######## display_scan_mux ########
===== src/rtl/display_pkg.sv =====
// Shared types and constants for the seven-segment scan multiplexer.
package display_pkg;

    localparam int DIGIT_W = 4;

    typedef logic [DIGIT_W-1:0] digit_t;

    typedef enum logic [1:0] {
        IDLE  = 2'd0,
        SHOW  = 2'd1,
        BLANK = 2'd2
    } state_e;

    // Used to size the shared slot counter for whichever phase is longer.
    function automatic int max_int(input int a, input int b);
        return (a > b) ? a : b;
    endfunction

endpackage


===== src/rtl/display_scan_mux_lz_mask.sv =====
// Leading-zero dark mask: a digit above digit 0 goes dark when it and every
// digit above it are zero. Digit 0 is never dark so a zero value still shows "0".
module lz_mask
    import display_pkg::*;
#(
    parameter int NUM_DIGITS = 4
)(
    input  logic [NUM_DIGITS*DIGIT_W-1:0] disp_i,
    input  logic                          lz_en_i,
    output logic [NUM_DIGITS-1:0]         dark_o
);

    logic zero_above;

    // Walk from the most significant digit down, accumulating "all zero so far".
    always_comb begin
        dark_o     = '0;
        zero_above = 1'b1;
        for (int i = NUM_DIGITS - 1; i >= 0; i--) begin
            zero_above = zero_above & (disp_i[i*DIGIT_W +: DIGIT_W] == '0);
            dark_o[i]  = lz_en_i & zero_above & (i > 0);
        end
    end

endmodule


===== src/rtl/display_scan_mux.sv =====
// Time-multiplexed seven-segment scanner with dead time between digits,
// leading-zero suppression and frame-synchronous value updates.
//
//   state | meaning
//   ------+-------------------------------------------------------------
//   IDLE  | scanner parked, all anodes off; next enable starts a frame
//   SHOW  | digit idx lit (unless suppressed) for REFRESH_DIV cycles
//   BLANK | all anodes off for BLANK_CYCLES cycles, next code already set
module display_scan_mux
    import display_pkg::*;
#(
    parameter int NUM_DIGITS   = 4,
    parameter int REFRESH_DIV  = 50000,
    parameter int BLANK_CYCLES = 16
)(
    input  logic                          clk,
    input  logic                          rst_n,
    input  logic                          enable,
    input  logic                          lz_en,
    input  logic [NUM_DIGITS*DIGIT_W-1:0] value_in,
    input  logic                          load,
    output logic                          load_ack,
    output logic                          frame_tick,
    output logic [DIGIT_W-1:0]            digit_code,
    output logic [NUM_DIGITS-1:0]         anode_n
);

    localparam int VAL_W     = NUM_DIGITS * DIGIT_W;
    localparam int CNT_W     = $clog2(max_int(REFRESH_DIV, BLANK_CYCLES) + 1);
    localparam int IDX_W     = (NUM_DIGITS > 1) ? $clog2(NUM_DIGITS) : 1;
    localparam bit HAS_BLANK = (BLANK_CYCLES > 0);

    localparam logic [CNT_W-1:0] SHOW_LAST  = CNT_W'(REFRESH_DIV - 1);
    localparam logic [CNT_W-1:0] BLANK_LAST = HAS_BLANK ? CNT_W'(BLANK_CYCLES - 1) : '0;
    localparam logic [IDX_W-1:0] LAST_IDX   = IDX_W'(NUM_DIGITS - 1);

    state_e                state_q, state_d;
    logic [CNT_W-1:0]      cnt_q, cnt_d;
    logic [IDX_W-1:0]      idx_q, idx_d;
    logic [VAL_W-1:0]      disp_q, disp_d;
    logic [VAL_W-1:0]      shadow_q, shadow_d;
    logic                  pend_q, pend_d;

    logic                  load_ack_q, load_ack_d;
    logic                  frame_tick_q, frame_tick_d;
    digit_t                digit_code_q, digit_code_d;
    logic [NUM_DIGITS-1:0] anode_n_q, anode_n_d;

    logic                  boundary;
    logic [NUM_DIGITS-1:0] dark;

    // Dark mask is evaluated on the value that will be displayed after this edge,
    // so a freshly applied value is suppressed correctly from its first cycle.
    lz_mask #(
        .NUM_DIGITS (NUM_DIGITS)
    ) u_lz_mask (
        .disp_i  (disp_d),
        .lz_en_i (lz_en),
        .dark_o  (dark)
    );

    // Next-state: scan sequencing, slot counter, and frame-boundary value hand-off.
    always_comb begin
        state_d      = state_q;
        cnt_d        = cnt_q;
        idx_d        = idx_q;
        disp_d       = disp_q;
        shadow_d     = shadow_q;
        pend_d       = pend_q;
        load_ack_d   = 1'b0;
        frame_tick_d = 1'b0;
        boundary     = 1'b0;

        if (!enable) begin
            state_d = IDLE;
            cnt_d   = '0;
            idx_d   = '0;
        end else begin
            unique case (state_q)
                IDLE: begin
                    state_d  = SHOW;
                    cnt_d    = '0;
                    idx_d    = '0;
                    boundary = 1'b1;
                end
                SHOW: begin
                    if (cnt_q == SHOW_LAST) begin
                        state_d = HAS_BLANK ? BLANK : SHOW;
                        cnt_d   = '0;
                        if (idx_q == LAST_IDX) begin
                            idx_d        = '0;
                            boundary     = 1'b1;
                            frame_tick_d = 1'b1;
                        end else begin
                            idx_d = idx_q + 1'b1;
                        end
                    end else begin
                        cnt_d = cnt_q + 1'b1;
                    end
                end
                BLANK: begin
                    if (cnt_q == BLANK_LAST) begin
                        state_d = SHOW;
                        cnt_d   = '0;
                    end else begin
                        cnt_d = cnt_q + 1'b1;
                    end
                end
                default: begin
                    state_d = IDLE;
                    cnt_d   = '0;
                    idx_d   = '0;
                end
            endcase
        end

        // A load landing exactly on the boundary skips the shadow and is taken directly.
        if (boundary) begin
            if (load) begin
                disp_d     = value_in;
                pend_d     = 1'b0;
                load_ack_d = 1'b1;
            end else if (pend_q) begin
                disp_d     = shadow_q;
                pend_d     = 1'b0;
                load_ack_d = 1'b1;
            end
        end else if (load) begin
            shadow_d = value_in;
            pend_d   = 1'b1;
        end
    end

    // Output decode from next-state so every output leaves a flop.
    always_comb begin
        anode_n_d    = '1;
        digit_code_d = disp_d[int'(idx_d)*DIGIT_W +: DIGIT_W];
        if (state_d == SHOW && !dark[idx_d]) begin
            anode_n_d[idx_d] = 1'b0;
        end
    end

    // Scanner state and value registers.
    always_ff @(posedge clk or negedge rst_n) begin
        if (!rst_n) begin
            state_q  <= IDLE;
            cnt_q    <= '0;
            idx_q    <= '0;
            disp_q   <= '0;
            shadow_q <= '0;
            pend_q   <= 1'b0;
        end else begin
            state_q  <= state_d;
            cnt_q    <= cnt_d;
            idx_q    <= idx_d;
            disp_q   <= disp_d;
            shadow_q <= shadow_d;
            pend_q   <= pend_d;
        end
    end

    // Registered outputs to the segment decoder and anode drivers.
    always_ff @(posedge clk or negedge rst_n) begin
        if (!rst_n) begin
            anode_n_q    <= '1;
            digit_code_q <= '0;
            load_ack_q   <= 1'b0;
            frame_tick_q <= 1'b0;
        end else begin
            anode_n_q    <= anode_n_d;
            digit_code_q <= digit_code_d;
            load_ack_q   <= load_ack_d;
            frame_tick_q <= frame_tick_d;
        end
    end

    assign anode_n    = anode_n_q;
    assign digit_code = digit_code_q;
    assign load_ack   = load_ack_q;
    assign frame_tick = frame_tick_q;

endmodule


===== config.mk =====
export PLATFORM = sky130hd
export DESIGN_NAME = display_scan_mux
export DESIGN_NICKNAME = d
export VERILOG_FILES = /design/src/rtl/display_pkg.sv /design/src/rtl/display_scan_mux_lz_mask.sv /design/src/rtl/display_scan_mux.sv
export SDC_FILE = /design/constraint.sdc
export NUM_CORES = 1
export LEC_CHECK = 0
export CAP_MARGIN = 15
export CORE_MARGIN = 2
export CORE_UTILIZATION = 40
export CTS_CLUSTER_DIAMETER = 30
export DETAILED_ROUTE_END_ITERATION = 7
export PLACE_DENSITY = 0.58
export SLEW_MARGIN = 20
export SYNTH_ARGS = -nofsm -noshare
export SYNTH_HDL_FRONTEND = slang
export SYNTH_SLANG_ARGS = --single-unit

===== constraint.sdc =====
create_clock -name clk -period 3.9 [get_ports clk]
set_input_delay 1.17 -clock clk [delete_from_list [all_inputs] [get_ports clk]]
set_output_delay 1.17 -clock clk [all_outputs]
set_load 0.02 [all_outputs]

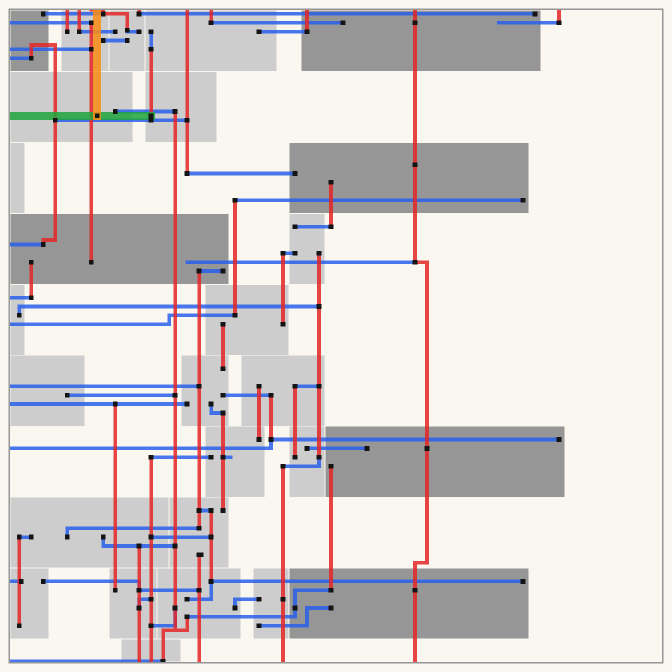
(display_scan_mux/closeup.png)
Region (56, 10) to (81, 35) um. Cells in grey, sequential cells in the stronger grey; small squares are vias.
M3: in green. M2: in red. M4: in orange. M1: in blue.
Most frequent: dfrtp_1 (5), xor2_1 (3), nor2_1 (3). 23 logic cells have their middle in the window. Sequential cells in the window: 5. Netlist names of flops here include `cnt_q` (4), `pend_q` (1).

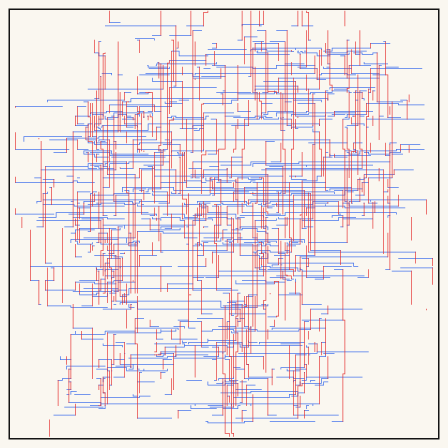
(display_scan_mux/layers.png)
Only two layers are drawn.
M2: in red, wire length 3010 um. M1: in blue, wire length 3810 um.
detailed-route via count: 2328
Routed WL per cell: 16.57 um
Post-Route WL: 7.210 mm
Tot GR Track Use: 19.00%

==> GITHUB_STEP_SUMMARY <==
### Yosys + OpenROAD results

| Metric | Value |
|---|---|
| I/O pin count | 31 |
| Yosys top cell by area | dfrtp_1 |
| Final Max Slew Viols | 0 |
| Mapped Area | 3097 sq um |
| WL met2 | 3.012 mm |
| Final Critical Period | 3.159 ns |
| Status | finished, final reports clean |
| Worst EP arrival | 3.40 ns |
| Final net count | 355 |
| Logic area | 1411 sq um |
| Vias in the first global route | 2378 |
| Met3 Wirelength | 257 um |
| Comb pwr share | 19.9% |
| TritonCTS clock tree | yes |
| M1 WL | 3.804 mm |
| GP Congestion | 0.8402 |
| CLK BUF | 11 |
| Yosys aoi share | 14.87% |
| DR iter-0 viols | 126 |
| # setup viols final | 0 |
| Comb area leader | simple AND/OR/NAND/NOR gates |
| Max layer used | met4 |
| Asr flop ratio synth | 100.0% |
| FP Util | 40.71% |
| Synth Area in XOR/XNOR | 3.960% |
| Ys cells | 287 |
| Setup ws final | 0.7411 ns |
| Inverters | 17 |
| Area Overhead vs Synth | 21.50% |
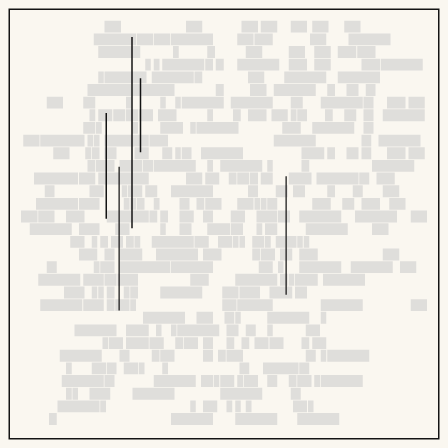
(display_scan_mux/m4.png)
Cells faint in the background.
The wires run mostly vertical. The layer carries 135 um of wire. 4 nets have wire on it. The longest straight run is 40.8 um. The layer holds 1.9% of the routed length.

## power by group through the flow
stage               clock, mW  combinational [mW]  sequential (mW)
floorplan                   0               0.196            0.814
global placement            0               0.349            0.809
detailed placement          0               0.354            0.808
CTS                     0.648               0.356            0.797
global route            0.678               0.396            0.811
finish                  0.633               0.355            0.798
## final timing paths
kind	slack, ns	end	depth (start not counted)
max	0.74	digit_code[3]$_DFF_PN0_	8
min	0.46	cnt_q[0]$_DFF_PN0_	1
max reg2reg	1.23	anode_n[0]$_DFF_PN1_	8
min reg2reg	0.46	cnt_q[0]$_DFF_PN0_	1
max in group asynchronous	2.35	anode_n[2]$_DFF_PN1_	2
min in group asynchronous	0.79	cnt_q[0]$_DFF_PN0_	1
## registers in the layout, indices dropped and copies added (netlist names)
register and cells:
anode_n 4, cnt_q 16, digit_code 4, disp_q 16
frame_tick 1, idx_q 2, load_ack 1, pend_q 1
shadow_q 16, state_q 2
## cell families (layout without fill, tap and decap cells)
kind of cell,count (synthesis),count (layout)
AND/OR/NAND/NOR,98,98
flip-flops,63,63
multiplexers,19,19
XOR/XNOR,14,14
adder cells (fa/ha/maj),6,6
buffers and inverters,25,71
AND-OR/OR-AND,62,62

######## mod_seq_ctrl ########
==> src/rtl/mod_seq_ctrl.sv <==
// mod_seq_ctrl: FSM sequencing a repeated-subtraction modulo datapath with start/done handshake and quotient count.
// Optional MOD_TIMEOUT_EN aborts with err once quotient reaches MAX_ITER.
module mod_seq_ctrl #(
   parameter int WIDTH = 32,
   parameter logic [WIDTH-1:0] MAX_ITER = {WIDTH{1'b1}}
) (
   input  logic             clk,
   input  logic             rst,
   input  logic             start,
   input  logic [WIDTH-1:0] B,
   input  logic             b_less,
   output logic             ld,
   output logic             mux,
   output logic             busy,
   output logic             done,
   output logic             err,
   output logic [WIDTH-1:0] quotient
);
   localparam logic [2:0] IDLE  = 3'd0;
   localparam logic [2:0] LOAD  = 3'd1;
   localparam logic [2:0] CHECK = 3'd2;
   localparam logic [2:0] SUB   = 3'd3;
   localparam logic [2:0] DONE  = 3'd4;
   localparam logic [2:0] ERR   = 3'd5;
   logic [2:0] state, nxt;
   logic       sub_go;
`ifdef MOD_TIMEOUT_EN
   assign sub_go = quotient != MAX_ITER;
`else
   logic unused_max;
   assign unused_max = ^MAX_ITER;
   assign sub_go = 1'b1;
`endif
   always_comb begin
      nxt = IDLE;
      case (state)
         IDLE:    nxt = start ? ((B == '0) ? ERR : LOAD) : IDLE;
         LOAD:    nxt = CHECK;
         CHECK:   nxt = b_less ? DONE : (sub_go ? SUB : ERR);
         SUB:     nxt = CHECK;
         default: nxt = IDLE;
      endcase
   end
   always_ff @(posedge clk) begin
      if (rst) begin
         state    <= IDLE;
         quotient <= '0;
      end else begin
         state    <= nxt;
         quotient <= (state == LOAD) ? '0 : (state == SUB) ? quotient + 1'b1 : quotient;
      end
   end
   assign ld   = (state == LOAD) || (state == SUB);
   assign mux  = state == SUB;
   assign busy = state != IDLE;
   assign done = state == DONE;
   assign err  = state == ERR;
endmodule

==> config.mk <==
export PLATFORM = sky130hd
export DESIGN_NAME = mod_seq_ctrl
export DESIGN_NICKNAME = d
export VERILOG_FILES = /design/src/rtl/mod_seq_ctrl.sv
export SDC_FILE = /design/constraint.sdc
export NUM_CORES = 1
export LEC_CHECK = 0
export ABC_CLOCK_PERIOD_IN_PS = 2400
export CORE_UTILIZATION = 45
export CTS_BUF_LIST = sky130_fd_sc_hd__clkbuf_8
export DETAILED_ROUTE_END_ITERATION = 10
export PLACE_DENSITY = 0.93
export SLEW_MARGIN = 30
export SYNTH_ARGS = -nofsm -noshare
export SYNTH_HDL_FRONTEND = slang
export SYNTH_SLANG_ARGS = --single-unit
==> constraint.sdc <==
create_clock -name clk -period 2.4 [get_ports clk]
set_input_delay 0.48 -clock clk [delete_from_list [all_inputs] [get_ports clk]]
set_output_delay 0.48 -clock clk [all_outputs]
set_load 0.005 [all_outputs]
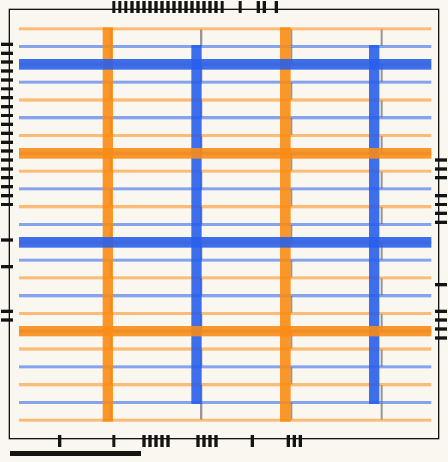
(mod_seq_ctrl/floorplan.png)
Scale bar: 20 um. Pins as bars on the die edge. Tap cells in grey.
VSS: in orange. VDD: in blue.
4 straps on met4. The core has 22 rows. 48 tap cells. 73 signal pins sit on the boundary. 23 met1 rails follow the rows.
die width: 65.43 um
core box area: 3771 sq um
die height: 65.43 um
maximum VDD drop: 0.3600 mV

==> GITHUB_STEP_SUMMARY <==
### Yosys + OpenROAD results

| Metric | Value |
|---|---|
| Synth Flop Type | dfxtp_1 |
| Final Critical Period | 2.295 ns |
| Layout cell share with drive strength beyond 1 | 6.969% |
| Clock power share | 37.3% |
| Ys cells | 218 |
| CP max stage cell | dfxtp_1 |
| WL met2 | 2.265 mm |
| Status | finished, final reports clean |
| Setup slack at placement | 0.2985 ns |
| Crit share post-route | 95.64% |
| Clk slew on worst S/H paths | 0.07 ns |
| Tool warnings | 26 |
| Post-Route WL | 4.519 mm |
| Hold/Removal Path Class | reg2reg |
| FP Util | 48.01% |
| Comb pwr share | 10.5% |
| Met3 Wirelength | 212 um |
| Non-clock buffers | 75 |
| Final Max Slew Viols | 0 |
| Slew @ Worst Pin | 0.5196 ns |
| NonClk Buf Share | 28.07% |
| Mux share | 2.764% |
| Root buf cell | clkbuf_8 |
| Switching pwr | 0.2731 mW |
| Total grt overflow | 0 |
| Comb area leader | simple AND/OR/NAND/NOR gates |
| Post-CTS Hold Buffers | 0 |
| Fraction of area in multi-input gates | 39.70% |
| # rows | 22 |
| Top cells by area | dfxtp_1, a21oi_1, or3_1 |
| Syn Area/Cell | 8.305 sq um |
| Htree depth | 2 |
| GP Congestion | 0.7811 |
| Synth Area in XOR/XNOR | 4.354% |
| Cells after Synth | 218 |
| Vias in the first global route | 1746 |
| Top cells excl fill/tap | clkdlybuf4s50_1, dfxtp_1, nand2_1 |
| I/O pin count | 73 |
| DR iter-0 viols | 106 |
| Inverters | 1 |
| Global-route wire length before repair | 7.810 mm |
| Post-synth EDFFs | 0 |
| Die area | 4281 sq um |
| Late-Pin Clk Latency | 0.30 ns |
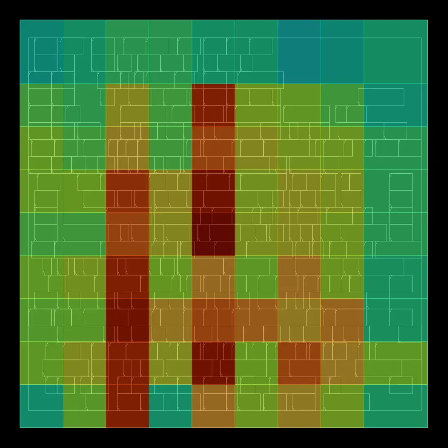
(mod_seq_ctrl/congestion_map.png)
met3 usage: 7.465%
M1 GR Usage: 27.85%
busiest grt layer: met2
met2 usage: 40.21%
Routed WL per cell: 13.49 um

worst paths after layout:
| path | startpoint | end | slack (ns) | depth (start not counted) |
|---|---|---|---|---|
| max | state[0]$_SDFF_PP0_ | mux | 0.10 | 3 |
| max reg2reg | state[1]$_SDFF_PP0_ | quotient[22]$_SDFFE_PP0P_ | 0.28 | 4 |
| min | quotient[31]$_SDFFE_PP0P_ | quotient[31]$_SDFFE_PP0P_ | 0.48 | 2 |
| min reg2reg | quotient[31]$_SDFFE_PP0P_ | quotient[31]$_SDFFE_PP0P_ | 0.48 | 2 |
flip-flops by register name (all words and copies together), names as in the netlist:
signal,flops
quotient,32
state,3
through the flow:
stage	utilization, %	total power, mW	cells	area [sq um]
floorplan	-	0.6479	218	1810
global placement	67.78	0.7233	327	2556
detailed placement	67.78	0.7266	327	2556
CTS	70.14	1.146	335	2645
global route	70.21	1.195	335	2648
finish	70.21	1.138	335	2648
synthesized netlist by cell type, drive strengths merged (7+ instances only):
cell type and number:
dfxtp 35, nand2 20, a21oi 19, or3 15, nor2 13, nor4 13, nand4 11, clkbuf 10
or4 10, o31ai 9, nand3 8, o21ai 7

No activity file was given, so power comes from the tool's default toggle rates.
